# ---- design 1 ----
Design 1, placement by cell class:
(4 px per um)
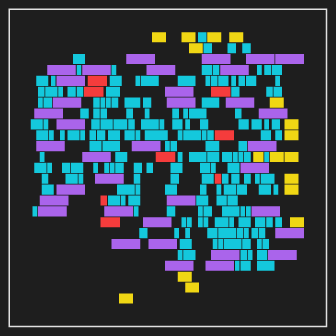

<file path="src/rtl/aer_pkg.sv">
// ---------------------------------------------------------------------------
// aer_pkg
//   Shared definitions for the dual-rail AER transmitter.
//
//   Contents:
//     aer_state_t  - transmitter control states (IDLE, REQ, REL, DRAIN)
//     SPACER/D0/D1/MARK - rail codes, packed as {ONE_OUT, ZERO_OUT}
//     WAIT_W       - width of the handshake wait counter
//     data_token() - maps a single data bit onto its rail code
// ---------------------------------------------------------------------------
package aer_pkg;

  // IDLE  : waiting for an address from the local source
  // REQ   : a token is on the rails, waiting for the receiver to acknowledge
  // REL   : rails are at spacer, waiting for the receiver to release ack
  // DRAIN : a handshake timed out; wait for ack to fall before going idle
  typedef enum logic [1:0] {
    IDLE  = 2'd0,
    REQ   = 2'd1,
    REL   = 2'd2,
    DRAIN = 2'd3
  } aer_state_t;

  // Rail codes, bit 1 drives ONE_OUT and bit 0 drives ZERO_OUT.
  // A spacer (both low) separates every pair of tokens; a MARK (both high)
  // brackets the data bits of a frame.
  localparam logic [1:0] SPACER = 2'b00;
  localparam logic [1:0] D0     = 2'b01;
  localparam logic [1:0] D1     = 2'b10;
  localparam logic [1:0] MARK   = 2'b11;

  // Wide enough for the largest legal timeout of 65535 cycles.
  localparam int WAIT_W = 16;

  // A data bit uses exactly one rail: ONE_OUT for a 1, ZERO_OUT for a 0.
  function automatic logic [1:0] data_token(input logic bit_val);
    return bit_val ? D1 : D0;
  endfunction

endpackage

</file>
<file path="src/rtl/aer_sync.sv">
// ---------------------------------------------------------------------------
// aer_sync
//   Two-flop synchronizer bringing the receiver's acknowledge (which is
//   asynchronous to clk) into the transmitter's clock domain.
//
//   Ports:
//     clk      - transmitter clock, rising edge
//     reset    - synchronous, active-high; clears both flops
//     async_in - raw asynchronous input
//     sync_out - input delayed by two clk edges, safe to use in control logic
// ---------------------------------------------------------------------------
module aer_sync (
  input  logic clk,
  input  logic reset,
  input  logic async_in,
  output logic sync_out
);

  logic meta;

  // The first flop may go metastable when async_in changes near the clock
  // edge; the second flop gives it a full cycle to resolve before anything
  // downstream looks at the value.
  always_ff @(posedge clk) begin
    if (reset) begin
      meta     <= 1'b0;
      sync_out <= 1'b0;
    end else begin
      meta     <= async_in;
      sync_out <= meta;
    end
  end

endmodule

</file>
<file path="src/rtl/aer_transmitter.sv">
// ---------------------------------------------------------------------------
// aer_transmitter
//   Sends an address over a dual-rail, four-phase (return-to-zero) link.
//   Each frame is MARK, ADDR_W data bits MSB first, MARK. Every token is
//   held on the rails until the receiver raises ACK_IN, then the rails go
//   to spacer until ACK_IN falls again. A wait counter guards each phase;
//   if the receiver stalls for TIMEOUT cycles the frame is abandoned.
//
//   Parameters:
//     ADDR_W  - address bits per frame (1..32)
//     TIMEOUT - max cycles spent waiting for any single ack edge (1..65535)
//
//   Ports:
//     clk        - single clock, rising edge
//     reset      - synchronous, active-high
//     addr_in    - address to send, captured when the request is accepted
//     addr_valid - local source has an address to send
//     addr_ready - transmitter can accept an address this cycle
//     ZERO_OUT   - zero rail to the link (registered)
//     ONE_OUT    - one rail to the link (registered)
//     ACK_IN     - receiver acknowledge, asynchronous to clk
//     busy       - a frame (or a drain after timeout) is in progress
//     frame_done - one-cycle pulse when a frame completes cleanly
//     err        - one-cycle pulse when a handshake times out
// ---------------------------------------------------------------------------
module aer_transmitter
  import aer_pkg::*;
#(
  parameter int ADDR_W  = 8,
  parameter int TIMEOUT = 1023
) (
  input  logic              clk,
  input  logic              reset,
  input  logic [ADDR_W-1:0] addr_in,
  input  logic              addr_valid,
  output logic              addr_ready,
  output logic              ZERO_OUT,
  output logic              ONE_OUT,
  input  logic              ACK_IN,
  output logic              busy,
  output logic              frame_done,
  output logic              err
);

  // Token index runs 0 (opening MARK) .. ADDR_W+1 (closing MARK).
  localparam int                IDX_W      = $clog2(ADDR_W + 2);
  localparam logic [IDX_W-1:0]  LAST_IDX   = IDX_W'(ADDR_W + 1);
  localparam logic [WAIT_W-1:0] WAIT_LIMIT = WAIT_W'(TIMEOUT - 1);

  aer_state_t        state;
  logic [ADDR_W-1:0] shreg;
  logic [ADDR_W-1:0] shreg_adv;
  logic [IDX_W-1:0]  tok_idx;
  logic [IDX_W-1:0]  idx_adv;
  logic [WAIT_W-1:0] wait_cnt;
  logic [1:0]        rails;
  logic [1:0]        next_tok;
  logic              ack_s;
  logic              wait_expired;

  // Only the synchronized acknowledge is ever used by the control logic.
  aer_sync u_sync (
    .clk      (clk),
    .reset    (reset),
    .async_in (ACK_IN),
    .sync_out (ack_s)
  );

  // Look-ahead for the REL -> REQ step: what the shift register, token
  // index and rail code will be once the current token has been retired.
  // The opening MARK carries no data, so leaving it must not shift the
  // register; after that, each retired data bit shifts the next bit into
  // the MSB, which is always the bit presented on the rails.
  always_comb begin
    shreg_adv = shreg;
    if (tok_idx != '0) begin
      shreg_adv = shreg << 1;
    end
    idx_adv = tok_idx + 1'b1;
    if (idx_adv == LAST_IDX) begin
      next_tok = MARK;
    end else begin
      next_tok = data_token(shreg_adv[ADDR_W-1]);
    end
  end

  // The wait counter is compared one short of TIMEOUT because the edge on
  // which the comparison succeeds is itself the TIMEOUT-th waiting cycle.
  assign wait_expired = (wait_cnt == WAIT_LIMIT);

  // A new address is only taken when idle and the receiver has fully
  // released the previous handshake; a stuck-high ack holds us off.
  assign addr_ready = (state == IDLE) && !ack_s && !reset;
  assign busy       = (state != IDLE);

  assign ONE_OUT  = rails[1];
  assign ZERO_OUT = rails[0];

  // Main controller. Rails, pulses and all datapath state are registered
  // here so the link only ever sees clean flop outputs. While a token is on
  // the rails (REQ) they are left untouched until the receiver acks or the
  // wait expires, and in both cases they drop straight to spacer. The wait
  // counter restarts on every state change so each ack edge gets its own
  // TIMEOUT budget. DRAIN deliberately has no timeout: we simply wait for
  // the receiver to let go, and the aborted frame is dropped.
  always_ff @(posedge clk) begin
    if (reset) begin
      state      <= IDLE;
      rails      <= SPACER;
      shreg      <= '0;
      tok_idx    <= '0;
      wait_cnt   <= '0;
      frame_done <= 1'b0;
      err        <= 1'b0;
    end else begin
      frame_done <= 1'b0;
      err        <= 1'b0;

      case (state)
        IDLE: begin
          if (addr_valid && addr_ready) begin
            shreg    <= addr_in;
            tok_idx  <= '0;
            wait_cnt <= '0;
            rails    <= MARK;
            state    <= REQ;
          end
        end

        REQ: begin
          if (ack_s) begin
            rails    <= SPACER;
            wait_cnt <= '0;
            state    <= REL;
          end else if (wait_expired) begin
            rails    <= SPACER;
            wait_cnt <= '0;
            err      <= 1'b1;
            state    <= DRAIN;
          end else begin
            wait_cnt <= wait_cnt + 1'b1;
          end
        end

        REL: begin
          if (!ack_s) begin
            wait_cnt <= '0;
            if (tok_idx == LAST_IDX) begin
              frame_done <= 1'b1;
              state      <= IDLE;
            end else begin
              tok_idx <= idx_adv;
              shreg   <= shreg_adv;
              rails   <= next_tok;
              state   <= REQ;
            end
          end else if (wait_expired) begin
            rails    <= SPACER;
            wait_cnt <= '0;
            err      <= 1'b1;
            state    <= DRAIN;
          end else begin
            wait_cnt <= wait_cnt + 1'b1;
          end
        end

        DRAIN: begin
          rails <= SPACER;
          if (!ack_s) begin
            wait_cnt <= '0;
            state    <= IDLE;
          end
        end

        default: begin
          rails <= SPACER;
          state <= IDLE;
        end
      endcase
    end
  end

endmodule

</file>
<file path="config.mk">
export PLATFORM = sky130hd
export DESIGN_NAME = aer_transmitter
export DESIGN_NICKNAME = d
export VERILOG_FILES = /design/src/rtl/aer_pkg.sv /design/src/rtl/aer_sync.sv /design/src/rtl/aer_transmitter.sv
export SDC_FILE = /design/constraint.sdc
export NUM_CORES = 1
export LEC_CHECK = 0
export CAP_MARGIN = 20
export CORE_MARGIN = 5
export CORE_UTILIZATION = 41
export DETAILED_ROUTE_END_ITERATION = 12
export PLACE_DENSITY = 0.71
export SYNTH_ARGS = -nofsm -noshare
export SYNTH_HDL_FRONTEND = slang
export SYNTH_SLANG_ARGS = --single-unit
</file>
<file path="constraint.sdc">
create_clock -name clk -period 5.6 [get_ports clk]
set_input_delay 1.12 -clock clk [delete_from_list [all_inputs] [get_ports clk]]
set_output_delay 1.12 -clock clk [all_outputs]
set_load 0.1 [all_outputs]
</file>
# ---- design 2 ----
File: src/rtl/hex_display_scan_if.sv
// hex_display_scan_if -- display-driver bus between the datapath and the scanner.
//   master (datapath side): drives load/value/dp_mask/blank_en[/blink_mask],
//                           observes seg_out/digit_en
//   slave  (scanner side) : the reverse
// Optional macro HEX_BLINK_EN adds blink_mask.
interface hex_display_scan_if #(parameter int DIGITS = 4);
  logic                  load;
  logic [4*DIGITS-1:0]   value;
  logic [DIGITS-1:0]     dp_mask;
  logic                  blank_en;
`ifdef HEX_BLINK_EN
  logic [DIGITS-1:0]     blink_mask;
`endif
  logic [7:0]            seg_out;
  logic [DIGITS-1:0]     digit_en;

`ifdef HEX_BLINK_EN
  modport master (output load, value, dp_mask, blank_en, blink_mask,
                  input  seg_out, digit_en);
  modport slave  (input  load, value, dp_mask, blank_en, blink_mask,
                  output seg_out, digit_en);
`else
  modport master (output load, value, dp_mask, blank_en,
                  input  seg_out, digit_en);
  modport slave  (input  load, value, dp_mask, blank_en,
                  output seg_out, digit_en);
`endif
endinterface

File: src/rtl/hex_display_scan.sv
// hex_display_scan -- time-multiplexed driver for DIGITS common-anode
// 7-segment hex digits.
//   clk, rst_n : clock, synchronous active-low reset
//   bus.load/value/dp_mask : captured into shadow registers on load
//   bus.blank_en           : live leading-zero blanking enable
//   bus.seg_out            : active-low segments {dp,g..a}
//   bus.digit_en           : active-low anodes, at most one low
// Each digit slot lasts REFRESH_DIV cycles: REFRESH_DIV-1 SHOW cycles then
// one dark GAP cycle so the previous digit's pattern never ghosts onto the
// next anode. Outputs are registered from the current counters/shadow.
// Optional macro HEX_BLINK_EN adds bus.blink_mask and parameter BLINK_SCANS.
module hex_display_scan #(
  parameter int DIGITS      = 4,
  parameter int REFRESH_DIV = 50000
`ifdef HEX_BLINK_EN
  , parameter int BLINK_SCANS = 64
`endif
) (
  input logic clk,
  input logic rst_n,
  hex_display_scan_if.slave bus
);
  localparam int IW = (DIGITS > 1) ? $clog2(DIGITS) : 1;
  localparam int CW = $clog2(REFRESH_DIV);

  logic [4*DIGITS-1:0] sh_val;
  logic [DIGITS-1:0]   sh_dp;
  logic [CW-1:0]       div_cnt;
  logic [IW-1:0]       idx;

  logic                wrap, last_dig;
  logic [DIGITS-1:0]   zero_above;   // nibbles i..DIGITS-1 all zero
  logic [3:0]          nib;
  logic [6:0]          code;
  logic [7:0]          nxt_seg;
  logic [DIGITS-1:0]   nxt_en;

  assign wrap     = (div_cnt == CW'(REFRESH_DIV - 1));
  assign last_dig = (idx == IW'(DIGITS - 1));
  assign nib      = sh_val[{idx, 2'b00} +: 4];

`ifdef HEX_BLINK_EN
  localparam int BW = (BLINK_SCANS > 1) ? $clog2(BLINK_SCANS) : 1;
  logic [BW-1:0] rnd_cnt;
  logic          blink_phase;
`endif

  always_comb begin
    zero_above = '0;
    for (int i = DIGITS - 1; i >= 0; i--) begin
      if (i == DIGITS - 1) zero_above[i] = (sh_val[4*i +: 4] == 4'h0);
      else                 zero_above[i] = zero_above[i+1] & (sh_val[4*i +: 4] == 4'h0);
    end
  end

  always_comb begin
    case (nib)
      4'h0: code = 7'h40;  4'h1: code = 7'h79;
      4'h2: code = 7'h24;  4'h3: code = 7'h30;
      4'h4: code = 7'h19;  4'h5: code = 7'h12;
      4'h6: code = 7'h02;  4'h7: code = 7'h78;
      4'h8: code = 7'h00;  4'h9: code = 7'h18;
      4'hA: code = 7'h08;  4'hB: code = 7'h03;
      4'hC: code = 7'h46;  4'hD: code = 7'h21;
      4'hE: code = 7'h06;  default: code = 7'h0E;
    endcase
  end

  always_comb begin
    nxt_seg = 8'hFF;
    nxt_en  = '1;
    if (!wrap) begin
      nxt_en  = ~(DIGITS'(1) << idx);
      // digit 0 is never blanked so an all-zero value still reads "0"
      nxt_seg = {~sh_dp[idx],
                 (bus.blank_en && idx != '0 && zero_above[idx]) ? 7'h7F : code};
`ifdef HEX_BLINK_EN
      if (blink_phase && bus.blink_mask[idx]) nxt_seg = 8'hFF;
`endif
    end
  end

  always_ff @(posedge clk) begin
    if (!rst_n) begin
      sh_val       <= '0;
      sh_dp        <= '0;
      div_cnt      <= '0;
      idx          <= '0;
      bus.seg_out  <= 8'hFF;
      bus.digit_en <= '1;
    end else begin
      if (bus.load) begin
        sh_val <= bus.value;
        sh_dp  <= bus.dp_mask;
      end
      div_cnt      <= wrap ? '0 : div_cnt + 1'b1;
      if (wrap) idx <= last_dig ? '0 : idx + 1'b1;
      bus.seg_out  <= nxt_seg;
      bus.digit_en <= nxt_en;
    end
  end

`ifdef HEX_BLINK_EN
  // one round = full pass over all digits; phase flips every BLINK_SCANS rounds
  always_ff @(posedge clk) begin
    if (!rst_n) begin
      rnd_cnt     <= '0;
      blink_phase <= 1'b0;
    end else if (wrap && last_dig) begin
      if (rnd_cnt == BW'(BLINK_SCANS - 1)) begin
        rnd_cnt     <= '0;
        blink_phase <= ~blink_phase;
      end else begin
        rnd_cnt <= rnd_cnt + 1'b1;
      end
    end
  end
`endif
endmodule

File: src/flat_wrapper.sv
// flat-port wrapper written by rule: the top's interface ports become plain ports
module hex_display_scan_flat 
#(
  parameter int DIGITS      = 4,
  parameter int REFRESH_DIV = 50000

)
  (clk, rst_n, bus_load, bus_value, bus_dp_mask, bus_blank_en, bus_seg_out, bus_digit_en);
  hex_display_scan_if #(.DIGITS(DIGITS)) bus_i ();
  input logic clk;
  input logic rst_n;
  input wire logic [$bits(bus_i.load)-1:0] bus_load;
  input wire logic [$bits(bus_i.value)-1:0] bus_value;
  input wire logic [$bits(bus_i.dp_mask)-1:0] bus_dp_mask;
  input wire logic [$bits(bus_i.blank_en)-1:0] bus_blank_en;
  output wire logic [$bits(bus_i.seg_out)-1:0] bus_seg_out;
  output wire logic [$bits(bus_i.digit_en)-1:0] bus_digit_en;
  assign bus_i.load = bus_load;
  assign bus_i.value = bus_value;
  assign bus_i.dp_mask = bus_dp_mask;
  assign bus_i.blank_en = bus_blank_en;
  assign bus_seg_out = bus_i.seg_out;
  assign bus_digit_en = bus_i.digit_en;
  hex_display_scan #(.DIGITS(DIGITS), .REFRESH_DIV(REFRESH_DIV)) u_core (.clk(clk), .rst_n(rst_n), .bus(bus_i));
endmodule
File: config.mk
export PLATFORM = sky130hd
export DESIGN_NAME = hex_display_scan_flat
export DESIGN_NICKNAME = d
export VERILOG_FILES = /design/src/rtl/hex_display_scan_if.sv /design/src/rtl/hex_display_scan.sv /design/src/flat_wrapper.sv
export SDC_FILE = /design/constraint.sdc
export NUM_CORES = 1
export LEC_CHECK = 0
export CAP_MARGIN = 0
export CORE_MARGIN = 5
export CORE_UTILIZATION = 48
export CTS_CLUSTER_DIAMETER = 30
export DETAILED_ROUTE_END_ITERATION = 10
export GPL_ROUTABILITY_DRIVEN = 0
export PLACE_DENSITY_LB_ADDON = 0.25
export SLEW_MARGIN = 5
export SYNTH_ARGS = -nofsm -noshare
export SYNTH_HDL_FRONTEND = slang
export SYNTH_SLANG_ARGS = --single-unit
export TNS_END_PERCENT = 5
File: constraint.sdc
create_clock -name clk -period 2.25 [get_ports clk]
set_clock_uncertainty 0.1 [all_clocks]
set_input_delay 0.45 -clock clk [delete_from_list [all_inputs] [get_ports clk]]
set_output_delay 0.45 -clock clk [all_outputs]
set_load 0.05 [all_outputs]
# ---- design 3 ----
File: config.mk
export PLATFORM = sky130hd
export DESIGN_NAME = cic_decim_ctrl
export DESIGN_NICKNAME = d
export VERILOG_FILES = /design/src/rtl/cic_decim_ctrl.sv
export SDC_FILE = /design/constraint.sdc
export NUM_CORES = 1
export LEC_CHECK = 0
export ABC_AREA = 1
export CAP_MARGIN = 20
export CORE_ASPECT_RATIO = 0.8
export CORE_UTILIZATION = 51
export DETAILED_ROUTE_END_ITERATION = 10
export GPL_ROUTABILITY_DRIVEN = 0
export PLACE_DENSITY_LB_ADDON = 0.25
export SLEW_MARGIN = 10
export SYNTH_ARGS = -nofsm -noshare
export SYNTH_HDL_FRONTEND = slang
export SYNTH_SLANG_ARGS = --single-unit
File: constraint.sdc
create_clock -name i_clk -period 2.92 [get_ports i_clk]
set_input_delay 0.584 -clock i_clk [delete_from_list [all_inputs] [get_ports i_clk]]
set_output_delay 0.584 -clock i_clk [all_outputs]
set_load 0.02 [all_outputs]
File: src/rtl/cic_decim_ctrl.sv
// Sequencing controller for a third-order CIC decimator: comb strobes, clear/settle
// sequencing, output alignment and a valid/ready result register with overrun flag.
module cic_decim_ctrl #(
  parameter int NUMBITS  = 25,
  parameter int SETTLE_N = 3
) (
  input  logic               i_clk,
  input  logic               i_reset,
  input  logic               i_enable,
  input  logic [1:0]         i_dec_sel,
  input  logic               i_cfg_load,
  input  logic [NUMBITS-1:0] i_comb_result,
  output logic               o_cic_clear,
  output logic               o_comb_strobe,
  output logic [NUMBITS-1:0] o_dout,
  output logic               o_dout_valid,
  input  logic               i_dout_ready,
  output logic               o_overrun,
  output logic               o_settled
);

  typedef enum logic [1:0] {S_IDLE, S_CLEAR, S_SETTLE, S_RUN} state_t;

  state_t       r_state;
  state_t       w_state_nxt;
  logic [7:0]   r_phase;
  logic [1:0]   r_settle_cnt;
  logic [1:0]   r_act_sel;
  logic         r_cap_pend_p1;
  logic [7:0]   w_phase_last;
  logic         w_counting;
  logic         w_strobe;
  logic         w_capture;

  // Last phase index of a decimation period: D-1 for D = 32 << sel.
  function automatic logic [7:0] phase_last(input logic [1:0] sel);
    return 8'((9'd32 << sel) - 9'd1);
  endfunction

  // Left-align so full scale D^3 lands on 2^24 regardless of ratio.
  function automatic logic [NUMBITS-1:0] align_sample(input logic [NUMBITS-1:0] res,
                                                      input logic [1:0] sel);
    logic [NUMBITS-1:0] v;
    case (sel)
      2'd0:    v = res << 9;
      2'd1:    v = res << 6;
      2'd2:    v = res << 3;
      default: v = res;
    endcase
    return v;
  endfunction

  assign w_phase_last = phase_last(r_act_sel);
  assign w_counting   = (r_state == S_SETTLE) || (r_state == S_RUN);
  assign w_strobe     = w_counting && (r_phase == w_phase_last);
  assign w_capture    = r_cap_pend_p1 && (r_state == S_RUN) && i_enable && !i_cfg_load;

  always_comb begin
    w_state_nxt   = r_state;
    o_cic_clear   = (r_state == S_CLEAR);
    o_comb_strobe = w_strobe;
    o_settled     = (r_state == S_RUN);
    if (r_state == S_IDLE) begin
      if (i_enable) w_state_nxt = S_CLEAR;
    end else if (!i_enable) begin
      w_state_nxt = S_IDLE;
    end else if (i_cfg_load) begin
      w_state_nxt = S_CLEAR;
    end else begin
      case (r_state)
        S_CLEAR:  w_state_nxt = S_SETTLE;
        S_SETTLE: if (w_strobe && (r_settle_cnt == 2'(SETTLE_N - 1))) w_state_nxt = S_RUN;
        default:  w_state_nxt = r_state;
      endcase
    end
  end

  always_ff @(posedge i_clk) begin
    if (i_reset) begin
      r_state       <= S_IDLE;
      r_act_sel     <= 2'd3;
      r_phase       <= 8'd0;
      r_settle_cnt  <= 2'd0;
      r_cap_pend_p1 <= 1'b0;
      o_dout        <= '0;
      o_dout_valid  <= 1'b0;
      o_overrun     <= 1'b0;
    end else begin
      r_state <= w_state_nxt;
      if (i_cfg_load && ((r_state == S_IDLE) || i_enable)) r_act_sel <= i_dec_sel;

      if (r_state == S_CLEAR) begin
        r_phase      <= 8'd0;
        r_settle_cnt <= 2'd0;
      end else if (w_counting) begin
        r_phase <= (r_phase == w_phase_last) ? 8'd0 : r_phase + 8'd1;
        if (w_strobe && (r_state == S_SETTLE)) r_settle_cnt <= r_settle_cnt + 2'd1;
      end

      // Stage p1: comb register updated by the strobe, sampled here one cycle later.
      r_cap_pend_p1 <= w_strobe && (r_state == S_RUN) && i_enable && !i_cfg_load;

      // Stage p2: aligned result register with handshake; capture beats consumption.
      if ((r_state != S_IDLE) && !i_enable) begin
        o_dout_valid <= 1'b0;
      end else if (r_state == S_CLEAR) begin
        o_dout_valid <= 1'b0;
        o_overrun    <= 1'b0;
      end else if (w_capture) begin
        o_dout       <= align_sample(i_comb_result, r_act_sel);
        o_dout_valid <= 1'b1;
        if (o_dout_valid && !i_dout_ready) o_overrun <= 1'b1;
      end else if (o_dout_valid && i_dout_ready) begin
        o_dout_valid <= 1'b0;
      end
    end
  end

endmodule

Design 3, layout detail:
Region (6, 33) to (31, 58) um. Cells in grey, sequential cells in the stronger grey; small squares are vias.
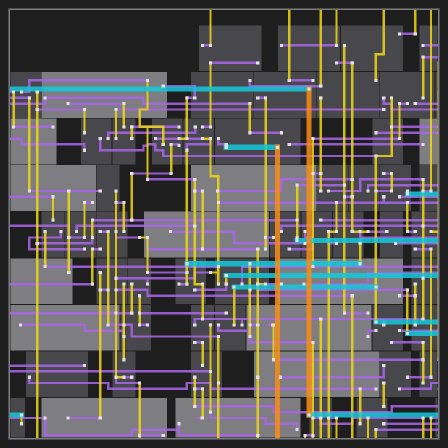
| colour | layer |
|---|---|
| orange | met4 |
| yellow | met2 |
| purple | met1 |
| cyan | met3 |
most frequent: a21oi_1 (13), dfxtp_1 (10), o21ai_0 (8)
sequential cells in the window: 10
cells with their middle in the window: 52
netlist names of flops here include: o_dout (10)

Design 3, routing congestion:
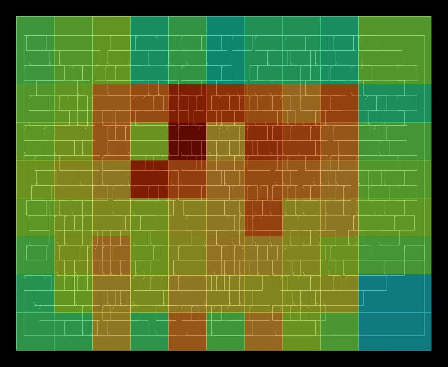
WL/cell: 14.4 um
GR Util met1: 0.412
routing usage on met3: 0.0781

==> ci_impl_report.md, design 3 <==
## Synthesis and layout report

| Metric | Value |
|---|---|
| Outcome | complete, no violations |
| Die width | 75.3 um |
| DR vias/cell | 5.55 |
| Vias in the first global route | 1,998 |
| Largest net degree at the start of global routing | 32 |
| H-tree depth | 2 |
| Final-stage net count | 390 |
| Area leader share | 0.384 |
| Clk power | 392 uW |
| Fin cells | 412 |
| Clock root cell | clkbuf_8 |
| Grt ovf | 0 |
| Simple-gate portion of the synthesized area | 0.233 |
| Delay of the slowest critical-path stage | 0.62 ns |
| Gr usage total | 0.283 |
| Seq/total area | 0.289 |
| # diodes | 0 |
| Pwr/cell area | 404 nW/um2 |
| Cts repair resizes | 0 |
| Combinational share of power | 0.164 |
| CP max-delay cell | dfxtp_1 |
| Largest register FFs | 25 |
| Adder Share, Synth | 0.0114 |
| DRC violation total after the first TritonRoute iteration | 274 |
| Clock-cell share of area | 0.0319 |
| Hold buffers post-CTS | 0 |
| Number of fill cells | 351 |
| Count of plain and timing-repair buffers in the layout | 65 |
| # Taps | 55 |
| Pleak | 1.08 nW |
| Worst-case reg-to-reg path depth | 6 |
| Io pins | 62 |
| Setup ws final | 0.163 ns |
| Comb area leader | AND-OR/OR-AND gates |
| Tool warnings | 26 |
| Minimum clock period | 2.76 ns |
| Sequential share of power | 0.502 |
| Chip area | 4560 um2 |
| Setup Viol. Count Final | 0 |
| Logic area | 1140 um2 |
Design 2, placement by cell class:
(4 px per um)
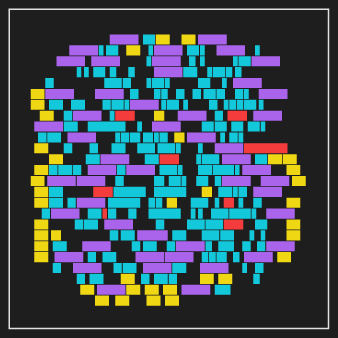
| colour | class | cells |
|---|---|---|
| yellow | other buffers and delay cells | 40 |
| purple | flip-flops | 50 |
| red | clock drivers and dummy loads | 8 |
| cyan | all other logic | 167 |

==> ci_impl_report.md, design 2 <==
## Synthesis and layout report

| Metric | Value |
|---|---|
| Drt drc | 0 |
| Clock buffer cells | 6 |
| M1 WL | 2170 um |
| CTS tree | built |
| Reg-to-reg slack, setup | 0.09 ns |
| Setup Viol. Count Final | 0 |
| Critical path launch point | u_core.idx[0] |
| Worst-path fanout max | 4 |
| Worst VDD drop | 0.421 mV |
| Die span in y | 79.5 um |
| Area leader share | 0.432 |
| Max Cap Viol | 0 |
| GR Util met1 | 0.209 |
| Adder Share, Synth | 0.0540 |
| Sequential share of the synthesized area | 0.432 |
| CP max-delay cell | mux4_2 |
| Delay-heaviest family, CP | multiplexers |
| # Taps | 54 |
| Reg area | 1000 um2 |
| Pleak | 1.07 nW |
| Routed WL | 4470 um |
| Yosys aoi share | 0.0394 |
| DP Cell Count | 311 |
| Comb area leader | simple AND/OR/NAND/NOR gates |
| Final-stage net count | 298 |
| Cts repair resizes | 0 |
| Non-clk invs | 9 |
| Combinational power | 254 uW |
| Top layer in use | met4 |
| Count of plain and timing-repair buffers in the layout | 40 |
| DP Area | 2700 um2 |
| Sequential share of power | 0.518 |
| #MultiIn Comb | 158 |
| XOR-XNOR Cells, Area Fraction | 0.0529 |
| H-tree depth | 2 |
| WL met2 | 2030 um |
| Setup ws final | 0.0903 ns |
| Hold Vio Cnt, Final | 0 |
| Clk power | 628 uW |
| Outcome | complete, no violations |
| Chip area | 6310 um2 |
| Tightest Pin Transition | 0.514 ns |
| DRC violation total after the first TritonRoute iteration | 86 |
| CTS clk-pin slew, worst paths | 0.09 ns |
| Unrepaired setup endpoints after global routing | no |
| Buffering overhead | 0.138 |
| Clk sink count | 50 |
| Fin cells | 319 |
| Worst-case reg-to-reg path depth | 6 |
| Crit Path Class | flop to flop |
| Top-count cell post-synth | dfxtp_1 |
Design 1, routing congestion:
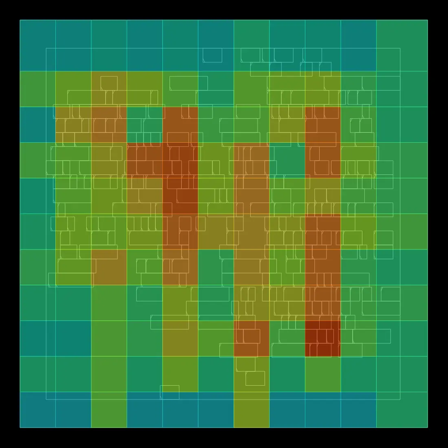
GR Util met1: 0.161
met2 usage: 0.218

Notes on 'placement by cell class' of design 1 above:
| colour | class | cells |
|---|---|---|
| cyan | all other logic | 183 |
| red | clock drivers and dummy loads | 8 |
| purple | flip-flops | 36 |
| yellow | other buffers and delay cells | 17 |

==> ci_impl_report.md, design 1 <==
## Synthesis and layout report

| Metric | Value |
|---|---|
| Outcome | complete, no violations |
| Setup Viol. Count Final | 0 |
| Routed vias | 1,589 |
| Class of the worst hold path | flop to flop |
| Switching part of the total | 0.337 |
| Max Slew Vio Count | 0 |
| Hold buffers post-CTS | 0 |
| GR peak layer | met2 |
| XOR-XNOR Cells, Area Fraction | 0.0630 |
| WL/cell | 12.7 um |
| Pwr/cell area | 291 nW/um2 |
| Buffering overhead | 0.0759 |
| Worst-case reg-to-reg path depth | 6 |
| Fin Clk Skew | 0.00957 ns |
| Comb area leader | simple AND/OR/NAND/NOR gates |
| Fmax | 0.266 GHz |
| Top cell excl fill/tap | dfxtp_1 |
| Clk sink count | 36 |
| Die span in y | 78.9 um |
| Switching power | 217 uW |
| Clock-cell share of area | 0.0419 |
| Reg area | 721 um2 |
| Internal power | 427 uW |
| M1 WL | 1820 um |
| IO Port Bufs | 17 |
| Non-clk invs | 9 |
| Reg-to-reg slack, setup | 3.23 ns |
| Seq pwr | 289 uW |
| Worst VDD drop | 0.144 mV |
| Hold depth | 1 |


## Gallery

Sizing map.
(4 px per um)
shot_01.png
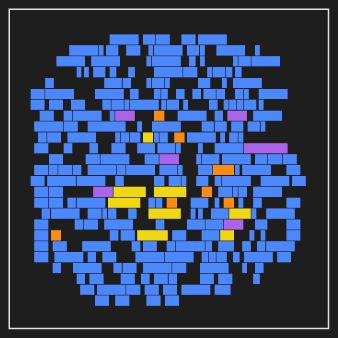
shot_02.png
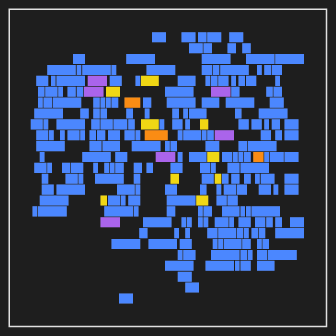
shot_03.png
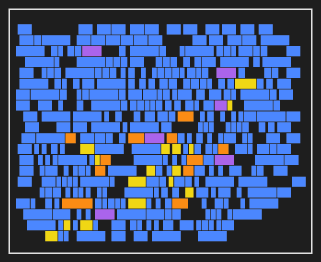
For design 2, see shot_01.png.
For design 3, see shot_03.png.
For design 1, see shot_02.png.

Key to shot_02.png:
| colour | size | cells |
|---|---|---|
| yellow | drive 2 | 9 |
| orange | drive 3 to 4 | 3 |
| purple | drive 6 and up | 6 |
| blue | drive 1 or less | 226 |

Power is estimated from default activity; no workload was simulated.
